# ---- block 1 ----
==> block_1/class_map.png <==
Scale: 2 px per µm.
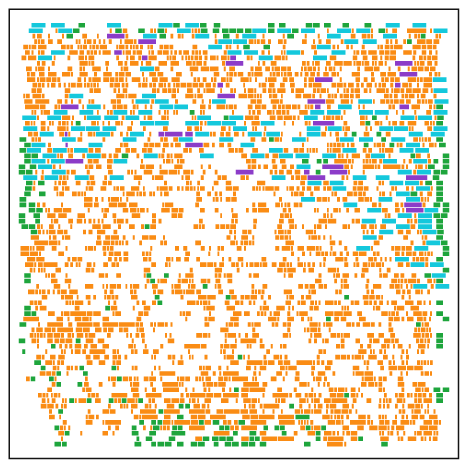

===== config.mk =====
export PLATFORM = sky130hd
export DESIGN_NAME = multicycle_alu_flat
export DESIGN_NICKNAME = d
export VERILOG_FILES = /design/src/rtl/multicycle_alu_if.sv /design/src/rtl/multicycle_alu.sv /design/src/flat_wrapper.sv
export SDC_FILE = /design/constraint.sdc
export NUM_CORES = 1
export LEC_CHECK = 0
export CELL_PAD_IN_SITES_DETAIL_PLACEMENT = 0
export CELL_PAD_IN_SITES_GLOBAL_PLACEMENT = 1
export CORE_MARGIN = 4
export CORE_UTILIZATION = 45
export DETAILED_ROUTE_END_ITERATION = 10
export PLACE_DENSITY = 0.86
export SLEW_MARGIN = 0
export SYNTH_ARGS = -nofsm -noshare
export SYNTH_HDL_FRONTEND = slang
export SYNTH_SLANG_ARGS = --single-unit

===== constraint.sdc =====
create_clock -name clk -period 7.4 [get_ports clk]
set_input_delay 1.48 -clock clk [delete_from_list [all_inputs] [get_ports clk]]
set_output_delay 1.48 -clock clk [all_outputs]
set_load 0.01 [all_outputs]

===== src/rtl/multicycle_alu_if.sv =====
// Request/response bundle between the multicycle core controller and its execute-stage ALU.
interface multicycle_alu_if #(
  parameter int WIDTH   = 32,
  parameter int SHAMT_W = $clog2(WIDTH)
);
  logic               start;
  logic [WIDTH-1:0]   a;
  logic [WIDTH-1:0]   b;
  logic [3:0]         alu_control;
  logic [SHAMT_W-1:0] shamt;
  logic               busy;
  logic               done;
  logic [WIDTH-1:0]   result;
  logic [WIDTH-1:0]   hi;
  logic               zero;

  modport master (
    output start, a, b, alu_control, shamt,
    input  busy, done, result, hi, zero
  );

  modport slave (
    input  start, a, b, alu_control, shamt,
    output busy, done, result, hi, zero
  );
endinterface


===== src/rtl/multicycle_alu.sv =====
// Clocked ALU: single-cycle logic/arith ops plus iterative unsigned multiply
// (shift-add, LSB first) and restoring unsigned divide (MSB first).
module multicycle_alu #(
  parameter int WIDTH   = 32,
  parameter int SHAMT_W = $clog2(WIDTH)
) (
  input  logic            clk,
  input  logic            reset,
  multicycle_alu_if.slave bus
);

  localparam logic [1:0] S_IDLE = 2'd0;
  localparam logic [1:0] S_MUL  = 2'd1;
  localparam logic [1:0] S_DIV  = 2'd2;
  localparam logic [1:0] S_FIN  = 2'd3;

  localparam logic [3:0] OP_AND  = 4'b0000;
  localparam logic [3:0] OP_OR   = 4'b0001;
  localparam logic [3:0] OP_ADD  = 4'b0010;
  localparam logic [3:0] OP_SLL  = 4'b0011;
  localparam logic [3:0] OP_SUB  = 4'b0110;
  localparam logic [3:0] OP_SLT  = 4'b0111;
  localparam logic [3:0] OP_SRL  = 4'b1011;
  localparam logic [3:0] OP_NOR  = 4'b1100;
  localparam logic [3:0] OP_DIVU = 4'b1110;
  localparam logic [3:0] OP_MUL  = 4'b1111;

  localparam logic [SHAMT_W-1:0] LAST_ITER = SHAMT_W'(WIDTH - 1);

  logic [1:0]         state;
  logic [SHAMT_W-1:0] cnt;
  logic [WIDTH-1:0]   opnd;
  logic [WIDTH-1:0]   acc_hi;
  logic [WIDTH-1:0]   acc_lo;
  logic               busy;
  logic               done;
  logic [WIDTH-1:0]   result;
  logic [WIDTH-1:0]   hi;
  logic               zero;

  logic [WIDTH-1:0]   sc_result;
  logic [WIDTH-1:0]   sc_hi;
  logic [WIDTH:0]     mul_sum;
  logic [WIDTH-1:0]   mul_hi_n;
  logic [WIDTH-1:0]   mul_lo_n;
  logic [WIDTH:0]     div_shift;
  logic [WIDTH:0]     div_diff;
  logic               div_ok;
  logic [WIDTH-1:0]   div_rem_n;
  logic [WIDTH-1:0]   div_q_n;

  always_comb begin
    sc_result = '0;
    sc_hi     = '0;
    case (bus.alu_control)
      OP_AND:  sc_result = bus.a & bus.b;
      OP_OR:   sc_result = bus.a | bus.b;
      OP_ADD:  sc_result = bus.a + bus.b;
      OP_SUB:  sc_result = bus.a - bus.b;
      OP_NOR:  sc_result = ~(bus.a | bus.b);
      OP_SLT:  sc_result = (bus.a < bus.b) ? WIDTH'(1) : '0;
      OP_SLL:  sc_result = bus.b << bus.shamt;
      OP_SRL:  sc_result = bus.b >> bus.shamt;
      OP_DIVU: begin
        // Only reached with b == 0; nonzero divisors take the iterative path.
        sc_result = '1;
        sc_hi     = bus.a;
      end
      default: ;
    endcase
  end

  // Multiply: acc_hi accumulates partial product, acc_lo shifts out multiplier bits.
  always_comb begin
    mul_sum  = {1'b0, acc_hi} + (acc_lo[0] ? {1'b0, opnd} : '0);
    mul_hi_n = mul_sum[WIDTH:1];
    mul_lo_n = {mul_sum[0], acc_lo[WIDTH-1:1]};
  end

  // Divide: acc_hi is the partial remainder, acc_lo shifts dividend out / quotient in.
  always_comb begin
    div_shift = {acc_hi, acc_lo[WIDTH-1]};
    div_diff  = div_shift - {1'b0, opnd};
    div_ok    = ~div_diff[WIDTH];
    div_rem_n = div_ok ? div_diff[WIDTH-1:0] : div_shift[WIDTH-1:0];
    div_q_n   = {acc_lo[WIDTH-2:0], div_ok};
  end

  always_ff @(posedge clk) begin
    if (reset) begin
      state  <= S_IDLE;
      cnt    <= '0;
      opnd   <= '0;
      acc_hi <= '0;
      acc_lo <= '0;
      busy   <= 1'b0;
      done   <= 1'b0;
      result <= '0;
      hi     <= '0;
      zero   <= 1'b1;
    end else begin
      done <= 1'b0;
      case (state)
        S_IDLE, S_FIN: begin
          state <= S_IDLE;
          if (bus.start) begin
            if (bus.alu_control == OP_MUL) begin
              opnd   <= bus.a;
              acc_hi <= '0;
              acc_lo <= bus.b;
              cnt    <= '0;
              busy   <= 1'b1;
              state  <= S_MUL;
            end else if (bus.alu_control == OP_DIVU && bus.b != '0) begin
              opnd   <= bus.b;
              acc_hi <= '0;
              acc_lo <= bus.a;
              cnt    <= '0;
              busy   <= 1'b1;
              state  <= S_DIV;
            end else begin
              result <= sc_result;
              hi     <= sc_hi;
              zero   <= (sc_result == '0);
              done   <= 1'b1;
              state  <= S_FIN;
            end
          end
        end
        S_MUL: begin
          acc_hi <= mul_hi_n;
          acc_lo <= mul_lo_n;
          cnt    <= cnt + SHAMT_W'(1);
          if (cnt == LAST_ITER) begin
            result <= mul_lo_n;
            hi     <= mul_hi_n;
            zero   <= (mul_lo_n == '0);
            done   <= 1'b1;
            busy   <= 1'b0;
            state  <= S_FIN;
          end
        end
        S_DIV: begin
          acc_hi <= div_rem_n;
          acc_lo <= div_q_n;
          cnt    <= cnt + SHAMT_W'(1);
          if (cnt == LAST_ITER) begin
            result <= div_q_n;
            hi     <= div_rem_n;
            zero   <= (div_q_n == '0);
            done   <= 1'b1;
            busy   <= 1'b0;
            state  <= S_FIN;
          end
        end
        default: state <= S_IDLE;
      endcase
    end
  end

  assign bus.busy   = busy;
  assign bus.done   = done;
  assign bus.result = result;
  assign bus.hi     = hi;
  assign bus.zero   = zero;

endmodule


===== src/flat_wrapper.sv =====
// flat-port wrapper written by rule: the top's interface ports become plain ports
module multicycle_alu_flat 
#(
  parameter int WIDTH   = 32,
  parameter int SHAMT_W = $clog2(WIDTH)
)
  (clk, reset, bus_start, bus_a, bus_b, bus_alu_control, bus_shamt, bus_busy, bus_done, bus_result, bus_hi, bus_zero);
  multicycle_alu_if #(.WIDTH(WIDTH), .SHAMT_W(SHAMT_W)) bus_i ();
  input  logic clk;
  input  logic reset;
  input wire logic [$bits(bus_i.start)-1:0] bus_start;
  input wire logic [$bits(bus_i.a)-1:0] bus_a;
  input wire logic [$bits(bus_i.b)-1:0] bus_b;
  input wire logic [$bits(bus_i.alu_control)-1:0] bus_alu_control;
  input wire logic [$bits(bus_i.shamt)-1:0] bus_shamt;
  output wire logic [$bits(bus_i.busy)-1:0] bus_busy;
  output wire logic [$bits(bus_i.done)-1:0] bus_done;
  output wire logic [$bits(bus_i.result)-1:0] bus_result;
  output wire logic [$bits(bus_i.hi)-1:0] bus_hi;
  output wire logic [$bits(bus_i.zero)-1:0] bus_zero;
  assign bus_i.start = bus_start;
  assign bus_i.a = bus_a;
  assign bus_i.b = bus_b;
  assign bus_i.alu_control = bus_alu_control;
  assign bus_i.shamt = bus_shamt;
  assign bus_busy = bus_i.busy;
  assign bus_done = bus_i.done;
  assign bus_result = bus_i.result;
  assign bus_hi = bus_i.hi;
  assign bus_zero = bus_i.zero;
  multicycle_alu #(.WIDTH(WIDTH), .SHAMT_W(SHAMT_W)) u_core (.clk(clk), .reset(reset), .bus(bus_i));
endmodule

# ---- block 2 ----
## config.mk

```make
export PLATFORM = sky130hd
export DESIGN_NAME = lm_sm_sequencer_flat
export DESIGN_NICKNAME = d
export VERILOG_FILES = /design/src/rtl/lm_sm_sequencer_if.sv /design/src/rtl/lm_sm_sequencer.sv /design/src/flat_wrapper.sv
export SDC_FILE = /design/constraint.sdc
export NUM_CORES = 1
export LEC_CHECK = 0
export CAP_MARGIN = 30
export CORE_MARGIN = 10
export CORE_UTILIZATION = 50
export DETAILED_ROUTE_END_ITERATION = 8
export PLACE_DENSITY_LB_ADDON = 0.2
export RECOVER_POWER = 50
export SLEW_MARGIN = 20
export SYNTH_ARGS = -nofsm -noshare
export SYNTH_HDL_FRONTEND = slang
export SYNTH_SLANG_ARGS = --single-unit
```

## constraint.sdc

```tcl
create_clock -name clk -period 5 [get_ports clk]
set_clock_uncertainty 0.15 [all_clocks]
set_input_delay 1 -clock clk [delete_from_list [all_inputs] [get_ports clk]]
set_output_delay 1 -clock clk [all_outputs]
set_load 0.01 [all_outputs]
```

## src/rtl/lm_sm_sequencer_if.sv

```systemverilog
// Handshake bundle between the control FSM (master) and the LM/SM register-list sequencer (slave).
interface lm_sm_sequencer_if;
  logic       start;
  logic [7:0] imm;
  logic       advance;
  logic       flush;
  logic [2:0] reg_sel;
  logic       valid;
  logic       busy;
  logic       done;
  logic [3:0] count;

  modport master (
    output start, imm, advance, flush,
    input  reg_sel, valid, busy, done, count
  );

  modport slave (
    input  start, imm, advance, flush,
    output reg_sel, valid, busy, done, count
  );
endinterface

```

## src/rtl/lm_sm_sequencer.sv

```systemverilog
// Load/store-multiple register-list sequencer: walks an 8-bit mask and emits one register index per transfer.
// Optional build macro LM_SEQ_DESCEND_EN selects highest-set-bit-first ordering instead of lowest-first.
module lm_sm_sequencer (
  input  logic              clk,
  input  logic              reset,
  lm_sm_sequencer_if.slave  bus
);

  typedef enum logic [1:0] {IDLE, RUN, DONE} state_t;

  state_t     state, state_nxt;
  logic [7:0] pending, pending_nxt, pending_clr;
  logic [3:0] count, count_nxt;
  logic [2:0] enc;

  // The loop overwrites on every set bit, so the last bit visited wins.
`ifdef LM_SEQ_DESCEND_EN
  function automatic logic [2:0] prio_enc(input logic [7:0] m);
    logic [2:0] res;
    res = 3'd0;
    for (int i = 0; i < 8; i++)
      if (m[i]) res = 3'(i);
    return res;
  endfunction
`else
  function automatic logic [2:0] prio_enc(input logic [7:0] m);
    logic [2:0] res;
    res = 3'd0;
    for (int i = 7; i >= 0; i--)
      if (m[i]) res = 3'(i);
    return res;
  endfunction
`endif

  assign enc         = prio_enc(pending);
  assign pending_clr = pending & ~(8'd1 << enc);

  always_ff @(posedge clk or negedge reset) begin
    if (!reset) begin
      state   <= IDLE;
      pending <= 8'd0;
      count   <= 4'd0;
    end else begin
      state   <= state_nxt;
      pending <= pending_nxt;
      count   <= count_nxt;
    end
  end

  always_comb begin
    state_nxt   = state;
    pending_nxt = pending;
    count_nxt   = count;
    if (bus.flush) begin
      state_nxt   = IDLE;
      pending_nxt = 8'd0;
      count_nxt   = 4'd0;
    end else begin
      case (state)
        IDLE: begin
          if (bus.start) begin
            pending_nxt = bus.imm;
            count_nxt   = 4'd0;
            state_nxt   = (bus.imm != 8'd0) ? RUN : DONE;
          end
        end
        RUN: begin
          if (bus.advance) begin
            pending_nxt = pending_clr;
            count_nxt   = count + 4'd1;
            if (pending_clr == 8'd0) state_nxt = DONE;
          end
        end
        DONE:    state_nxt = IDLE;
        default: state_nxt = IDLE;
      endcase
    end
  end

  // Outputs decode from registered state only, so an async reset clears them at once.
  assign bus.valid   = (state == RUN);
  assign bus.reg_sel = bus.valid ? enc : 3'd0;
  assign bus.busy    = (state != IDLE);
  assign bus.done    = (state == DONE);
  assign bus.count   = count;

endmodule

```

## src/flat_wrapper.sv

```systemverilog
// flat-port wrapper written by rule: the top's interface ports become plain ports
module lm_sm_sequencer_flat 
  (clk, reset, bus_start, bus_imm, bus_advance, bus_flush, bus_reg_sel, bus_valid, bus_busy, bus_done, bus_count);
  lm_sm_sequencer_if bus_i ();
  input  logic clk;
  input  logic reset;
  input wire logic [$bits(bus_i.start)-1:0] bus_start;
  input wire logic [$bits(bus_i.imm)-1:0] bus_imm;
  input wire logic [$bits(bus_i.advance)-1:0] bus_advance;
  input wire logic [$bits(bus_i.flush)-1:0] bus_flush;
  output wire logic [$bits(bus_i.reg_sel)-1:0] bus_reg_sel;
  output wire logic [$bits(bus_i.valid)-1:0] bus_valid;
  output wire logic [$bits(bus_i.busy)-1:0] bus_busy;
  output wire logic [$bits(bus_i.done)-1:0] bus_done;
  output wire logic [$bits(bus_i.count)-1:0] bus_count;
  assign bus_i.start = bus_start;
  assign bus_i.imm = bus_imm;
  assign bus_i.advance = bus_advance;
  assign bus_i.flush = bus_flush;
  assign bus_reg_sel = bus_i.reg_sel;
  assign bus_valid = bus_i.valid;
  assign bus_busy = bus_i.busy;
  assign bus_done = bus_i.done;
  assign bus_count = bus_i.count;
  lm_sm_sequencer u_core (.clk(clk), .reset(reset), .bus(bus_i));
endmodule
```

==> block_2/route_heat.png <==
Scale: 6 px per µm. 13 x 13 tiles, from dark purple (low) to yellow (high), scaled to the fullest tile. Values are wire area over tile area, all layers added.
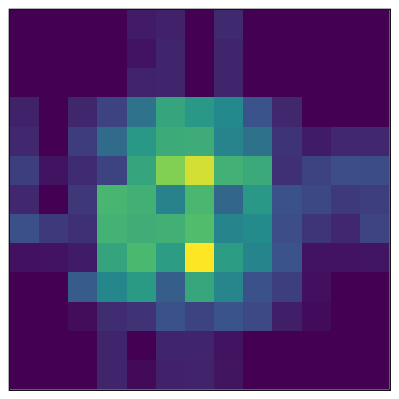
nearly empty tiles	36%
mean over tiles	0.097
emptiest ninth of the die	upper right

==> Slide: Implementation Results, block 2 <==
Physical Implementation Snapshot

Outcome
  • Outcome: finished, final reports clean

Route
  • DRT Pass-1 Iters: 4
  • Initial DRC Count: 27
  • Highest metal used: met4

Global routing
  • Met2 usage: 0.171
  • Gr ovfl total: 0

Pwr
  • Worst vdd ir: 0.000158 V

Final layout
  • Ant. Diodes: 0
  • Area growth syn-to-layout: 24.8%
  • Nets@finish: 141
  • Fin area: 0.00117 mm²
  • Share of cells above drive strength 1: 0.0640
  • Most used logic cell in the final layout: clkdlybuf4s50_1

Flow run
  • Max-cap violation count: 0

Hold path
  • Worst hold path type: reg2reg

Die
  • Core area: 0.00175 mm²

CTS
  • Hold_buf cts: 0
  • Number of setup buffers added after CTS: 0

Setup path
  • Critical path depth: 4
  • Crit-path cells: nor2_1 -> o21ai_0 -> a2111oi_0 -> clkdlybuf4s50_1
  • Crit path from: u_core.pending[5]

Synthesis
  • Area leader share: 0.375
  • Fa+ha+maj area frac: 0.0241

Timing
  • Min Hold Slack: 0.401 ns
[block 2: cell type report]
cell class / count / area share
inverters: 6 / 0.0193
multi-input cells: 80 / 0.445
repair buffers: 22 / 0.189
flip-flops and latches: 14 / 0.300
well taps: 25 / 0.0268
clock buffers: 3 / 0.0193
[block 2: Yosys cell counts (all sizes together), types with 2 or more instances]
library cell and number:
a21oi 4, dfrtp 14, inv 6, nand4b 2, nand3 3, a31oi 2, nor2 8, nand2 9
nor4 5, nor3 2, buf 4, o21ai 13, nor2b 3, nor3b 3, or4 3, a22o 6
[block 2: through the flow]
stage / cells / setup slack [ns] / power (mW)
4_1_cts: 150 / 1.77 / 0.302
3_5_place_dp: 147 / 2.10 / 0.238
3_3_place_gp: 147 / 2.08 / 0.240
2_1_floorplan: 105 / 2.51 / 0.203
6_report: 150 / 1.76 / 0.301
5_1_grt: 150 / 1.61 / 0.323
[block 2: flip-flops by register name (all words and copies together), names as in the netlist]
name and count:
u_core.bus.count 4, u_core.state 2, u_core.pending 8
[block 2: worst register-to-register path, cell delays in order (launching register included)]
cell,delay [ns]
dfrtp_1,0.49
mux2_1,0.32
a21oi_2,0.11
or4_1,0.52
nand3_1,0.10
==> block_1/route_heat.png <==
Scale: 1.5 px per µm. 22 x 22 tiles, from dark purple (low) to yellow (high), scaled to the fullest tile. Values are wire area over tile area, all layers added.
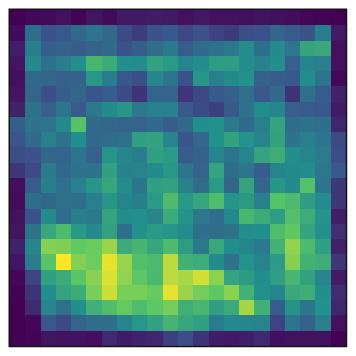
tiles over half the peak	31%
mean over tiles	0.35
fullest tile	0.86
nearly empty tiles	2.5%
densest ninth of the die	bottom center
DR WL/cell: 28.4 µm
Via Count: 24400
Tot GR Track Use: 0.383

About block_1/class_map.png:
color	class	cells	share of their area
purple	clock drivers and dummy loads	32	2.7%
orange	remaining logic cells	2513	73%
green	remaining buffers and delay cells	223	9.0%
cyan	registers	170	15%
Site Rows: 78
core area: 0.0458 mm²
fin area: 0.0235 mm²
utilization after layout: 0.513

==> Slide: Implementation Results, block 1 <==
Physical Implementation Snapshot

Outcome
  • Outcome: finished, final reports clean

Route
  • Final WL: 101000 µm
  • Met1 wire length: 40600 µm

Synthesis
  • Floorplan Nets: 3164
  • Number of cells in the yosys synthesis report: 2919
  • Async SR Flop Fraction: 0
  • Netlist cell types: 83
  • Area leader share: 0.162

Setup path
  • Slowest CP cell: nor4_1
  • Worst setup SP type: input pin

Final layout
  • Clock-cell share: 0.0265
  • Comb/total area: 0.683
  • Sequential portion of the cell area: 0.145

CTS
  • Htree depth: 4

Global routing
  • Largest net degree at the start of global routing: 90
==> block 1: stage by stage <==
stage	cells	instance area, µm²	setup WS (ns)	util	hold WS [ns]
floorplan	2919	21000	2.10	-	0.454
global placement	3506	22900	0.898	0.499	0.450
detailed placement	3506	22900	0.803	0.499	0.447
CTS	3538	23500	1.28	0.513	0.456
global route	3538	23500	0.900	0.513	0.484
finish	3538	23500	1.14	0.513	0.458
==> block 1: critical path, delay by kind of cell <==
kind,cells,cell delay [ns]
AOI/OAI and AO/OA,7,1.90
adders and majority gates,1,0.43
buffers and inverters,2,0.94
and+or+nand+nor,5,1.92
==> block 1: cells by family (layout without fill, tap and decap cells) <==
kind of cell	after synthesis	count (layout)
adders and majority gates	169	169
DFF	170	170
muxes	162	162
xor gates and xnor gates	59	59
buffers and inverters	406	425
AOI/OAI and AO/OA	1051	1051
and+or+nand+nor	902	902
==> block 1: where the power goes <==
group | internal (mW) | switching (mW) | leakage [nW]
Sequential | 1.23 | 0.284 | 1.39
Combinational | 2.00 | 3.45 | 7.76
Clock | 0.551 | 0.423 | 0.307
Total | 3.78 | 4.16 | 9.45

# ---- block 3 ----
==> block_3/m3.png <==
Scale: 2 px per µm.
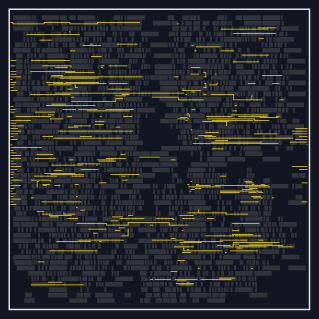
==> block_3/class_map.png <==
Scale: 3 px per µm.
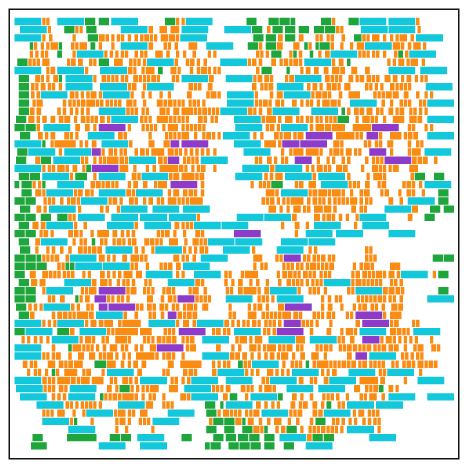
--- config.mk ---
export PLATFORM = sky130hd
export DESIGN_NAME = cc_speed_tick_generator
export DESIGN_NICKNAME = d
export VERILOG_FILES = /design/src/rtl/cc_speed_tick_generator.sv
export SDC_FILE = /design/constraint.sdc
export NUM_CORES = 1
export LEC_CHECK = 0
export ABC_AREA = 1
export CAP_MARGIN = 20
export CORE_UTILIZATION = 56
export CTS_CLUSTER_SIZE = 16
export DETAILED_ROUTE_END_ITERATION = 10
export GPL_TIMING_DRIVEN = 0
export PLACE_DENSITY = 0.86
export SYNTH_ARGS = -nofsm -noshare
export SYNTH_HDL_FRONTEND = slang
export SYNTH_SLANG_ARGS = --single-unit
export TNS_END_PERCENT = 1
--- constraint.sdc ---
create_clock -name CC_SPEEDTICK_CLOCK_50 -period 3.7 [get_ports CC_SPEEDTICK_CLOCK_50]
set_input_delay 0.37 -clock CC_SPEEDTICK_CLOCK_50 [delete_from_list [all_inputs] [get_ports CC_SPEEDTICK_CLOCK_50]]
set_output_delay 0.37 -clock CC_SPEEDTICK_CLOCK_50 [all_outputs]
set_load 0.02 [all_outputs]
--- src/rtl/cc_speed_tick_generator.sv ---
// Multi-channel programmable speed-tick generator: per-lane period countdown with periodic or one-shot tick.
// Latency: tick registered, high the cycle after the expiry edge; T0 is a direct decode of the counter register.
// Backpressure: none; the global enable pauses every counter, and loads are always accepted.
module cc_speed_tick_generator #(
  parameter int SPEEDTICK_DATAWIDTH = 23,
  parameter int SPEEDTICK_CHANNELS  = 4
) (
  input  logic                                            CC_SPEEDTICK_CLOCK_50,
  input  logic                                            CC_SPEEDTICK_RESET_InLow,
  input  logic                                            CC_SPEEDTICK_enable_In,
  input  logic [SPEEDTICK_CHANNELS-1:0]                   CC_SPEEDTICK_load_InBUS,
  input  logic [SPEEDTICK_CHANNELS*SPEEDTICK_DATAWIDTH-1:0] CC_SPEEDTICK_period_InBUS,
  input  logic [SPEEDTICK_CHANNELS-1:0]                   CC_SPEEDTICK_mode_InBUS,
  output logic [SPEEDTICK_CHANNELS-1:0]                   CC_SPEEDTICK_tick_OutBUS,
  output logic [SPEEDTICK_CHANNELS-1:0]                   CC_SPEEDTICK_T0_OutBUS
);

  localparam int DW = SPEEDTICK_DATAWIDTH;
  localparam int CH = SPEEDTICK_CHANNELS;
  localparam logic [DW-1:0] CNT_ZERO = '0;
  localparam logic [DW-1:0] CNT_ONE  = {{(DW-1){1'b0}}, 1'b1};

  typedef enum logic {
    IDLE = 1'b0,
    RUN  = 1'b1
  } state_e;

  state_e          state_q  [CH];
  state_e          state_d  [CH];
  logic [DW-1:0]   period_q [CH];
  logic [DW-1:0]   period_d [CH];
  logic [DW-1:0]   count_q  [CH];
  logic [DW-1:0]   count_d  [CH];
  logic [CH-1:0]   mode_q;
  logic [CH-1:0]   mode_d;
  logic [CH-1:0]   tick_q;
  logic [CH-1:0]   tick_d;

  // Per-channel next state: load wins over countdown; expiry reloads (periodic) or parks at zero (one-shot).
  always_comb begin
    for (int i = 0; i < CH; i++) begin
      state_d[i]  = state_q[i];
      period_d[i] = period_q[i];
      count_d[i]  = count_q[i];
      mode_d[i]   = mode_q[i];
      tick_d[i]   = 1'b0;
      if (CC_SPEEDTICK_load_InBUS[i]) begin
        period_d[i] = CC_SPEEDTICK_period_InBUS[i*DW +: DW];
        count_d[i]  = CC_SPEEDTICK_period_InBUS[i*DW +: DW];
        mode_d[i]   = CC_SPEEDTICK_mode_InBUS[i];
        state_d[i]  = (CC_SPEEDTICK_period_InBUS[i*DW +: DW] != CNT_ZERO) ? RUN : IDLE;
      end else if (state_q[i] == RUN && CC_SPEEDTICK_enable_In) begin
        if (count_q[i] == CNT_ONE) begin
          tick_d[i] = 1'b1;
          if (mode_q[i]) begin
            count_d[i] = CNT_ZERO;
            state_d[i] = IDLE;
          end else begin
            count_d[i] = period_q[i];
          end
        end else begin
          // RUN always holds a count >= 1, so this never wraps.
          count_d[i] = count_q[i] - CNT_ONE;
        end
      end
    end
  end

  // Channel state registers with asynchronous active-low clear.
  always_ff @(posedge CC_SPEEDTICK_CLOCK_50 or negedge CC_SPEEDTICK_RESET_InLow) begin
    if (!CC_SPEEDTICK_RESET_InLow) begin
      for (int i = 0; i < CH; i++) begin
        state_q[i]  <= IDLE;
        period_q[i] <= CNT_ZERO;
        count_q[i]  <= CNT_ZERO;
      end
      mode_q <= '0;
      tick_q <= '0;
    end else begin
      for (int i = 0; i < CH; i++) begin
        state_q[i]  <= state_d[i];
        period_q[i] <= period_d[i];
        count_q[i]  <= count_d[i];
      end
      mode_q <= mode_d;
      tick_q <= tick_d;
    end
  end

  // Zero indication decoded straight from the counter register.
  always_comb begin
    for (int i = 0; i < CH; i++) begin
      CC_SPEEDTICK_T0_OutBUS[i] = (count_q[i] == CNT_ZERO);
    end
  end

  assign CC_SPEEDTICK_tick_OutBUS = tick_q;

endmodule

==> Slide: Implementation Results <==
Physical Implementation Snapshot

Outcome
  • Outcome: finished, final reports clean

Placement
  • I/O Buffers: 107
  • Dpl ws: 1.07 ns

Synthesis
  • Fa+ha+maj area frac: 0.00823
  • YS chip area: 0.0122 mm²
  • Yosys simple share: 0.413
  • Xor+xnor area frac: 0.0223
  • Area fraction in compound gates: 0.0741
  • Top cells by area: dfrtp_1, nand2_1, nor2_1, inv_1, nand3_1
  • #FFs+latches synth: 196
  • Sequential cell area fraction in the yosys report: 0.403
  • Number of cells in the yosys synthesis report: 1786
  • Synth area leader: dfrtp_1
  • Dominant flop cell: dfrtp_1

Global routing
  • Initial antenna violation count: 0
  • First-pass GRT wire length: 56400 µm
  • Largest net degree at the start of global routing: 120
  • Number of global-route vias before repair: 11700

Final layout
  • Nets@finish: 2025
  • Area growth syn-to-layout: 17.1%
  • Ant. Diodes: 0
  • Share of cells above drive strength 1: 0.0721
  • Fin area: 0.0142 mm²

Pwr
  • Reg power frac: 0.450
  • Net Sw Power: 2.03 mW
  • Clock power frac: 0.335
  • Seq. pwr: 2.62 mW
  • Clk pwr: 1.95 mW
  • Int Power: 3.79 mW

Timing
  • Normalized max-slew margin: 0.403
  • Final Hold Fails: 0
  • Post-route setup slack: 0.569 ns
  • Clk_skew: 0.0156 ns
  • Least-Margin Pin Slew: 0.887 ns

CTS
  • # resized after CTS: 0
  • Hold_buf cts: 1
  • Clock Path Buffers: 2
  • Clock tree root driver cell: clkbuf_16
  • Clk sinks: 196

Route
  • DRT Pass-1 Iters: 7
  • DRC: 0
  • Via density: 5.49

Setup path
  • Worst reg2reg path depth: 10
  • Internal reg-to-reg setup slack: 1.72 ns
  • CP Capture Point: CC_SPEEDTICK_T0_OutBUS[0]
  • Req. time, crit path: 3.33 ns

Die
  • Die span in x: 149 µm

Flow run
  • Max-cap violation count: 0
  • Tool warnings: 32
About block_3/m3.png:
nets with wire on the layer	219
share of all routed wire	7.1%
main direction	horizontal
wire length on this layer	2410 µm
final WL: 34000 µm
met3 usage: 0.0636
Via Count: 12100

About block_3/class_map.png:
color	class	cells	share of their area
orange	remaining logic cells	1546	51%
purple	clock drivers and dummy loads	32	4.5%
cyan	registers	196	35%
green	remaining buffers and delay cells	153	9.7%

-- worst max-delay path, delay by kind of cell, from the launching register on --
| family | cells | cell delay [ns] |
|---|---|---|
| flops | 1 | 0.42 |
| fa+ha+maj | 1 | 0.27 |
| buf+inv | 2 | 0.74 |
| simple gates | 4 | 0.89 |
-- registers in the layout, indices dropped and copies added (netlist names) --
signal / count
count_q: 92
period_q: 92
CC_SPEEDTICK_tick_OutBUS: 4
mode_q: 4
state_q: 4
-- synthesized netlist by cell type (all sizes together), types with 2 or more instances --
cell,n
inv,190
nand3,98
ha,8
nor2,352
xor2,27
o21bai,22
clkinv,3
o211ai,2
or2,8
nand3b,17
o22ai,8
xnor2,4
a21oi,33
buf,25
nor3b,2
dfrtp,196
nand2,598
clkbuf,19
nor3,34
o21ai,101
nand4,25
nor4,13
-- area by class of cell --
class	count	area, µm²
plain buffers	44	228
clock buffers	17	425
clock inverters	15	194
fillers	1838	6920
inverters	193	728
multi-input cells	1353	6300
flip-flops and latches	196	4900
well taps	275	344
repair buffers	109	1110
-- metal layers --
layer  part of all wire  wire length [µm]  GRT usage
met3              0.071              2410     0.0636
met4              0.030              1010      0.121
met5                  0                 0          0
met2               0.48             16300      0.530
met1               0.42             14300      0.413


==> gallery <==
Clock wiring as the flow saved it.
shot_01.png
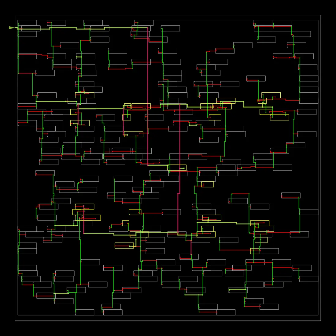
shot_02.png
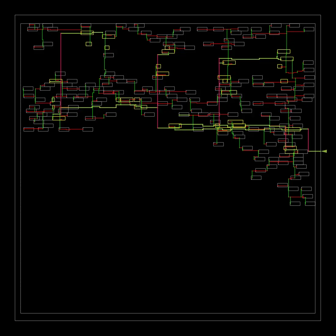
shot_03.png
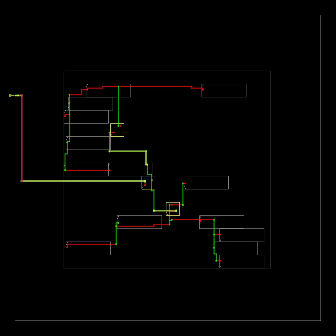
The one with the fewest clock buffers is shot_03.png.
The one with the fewest sequential cells is shot_03.png.
shot_02.png is block 1.
shot_01.png is block 3.
shot_03.png is block 2.

Power is estimated from default activity; no workload was simulated.
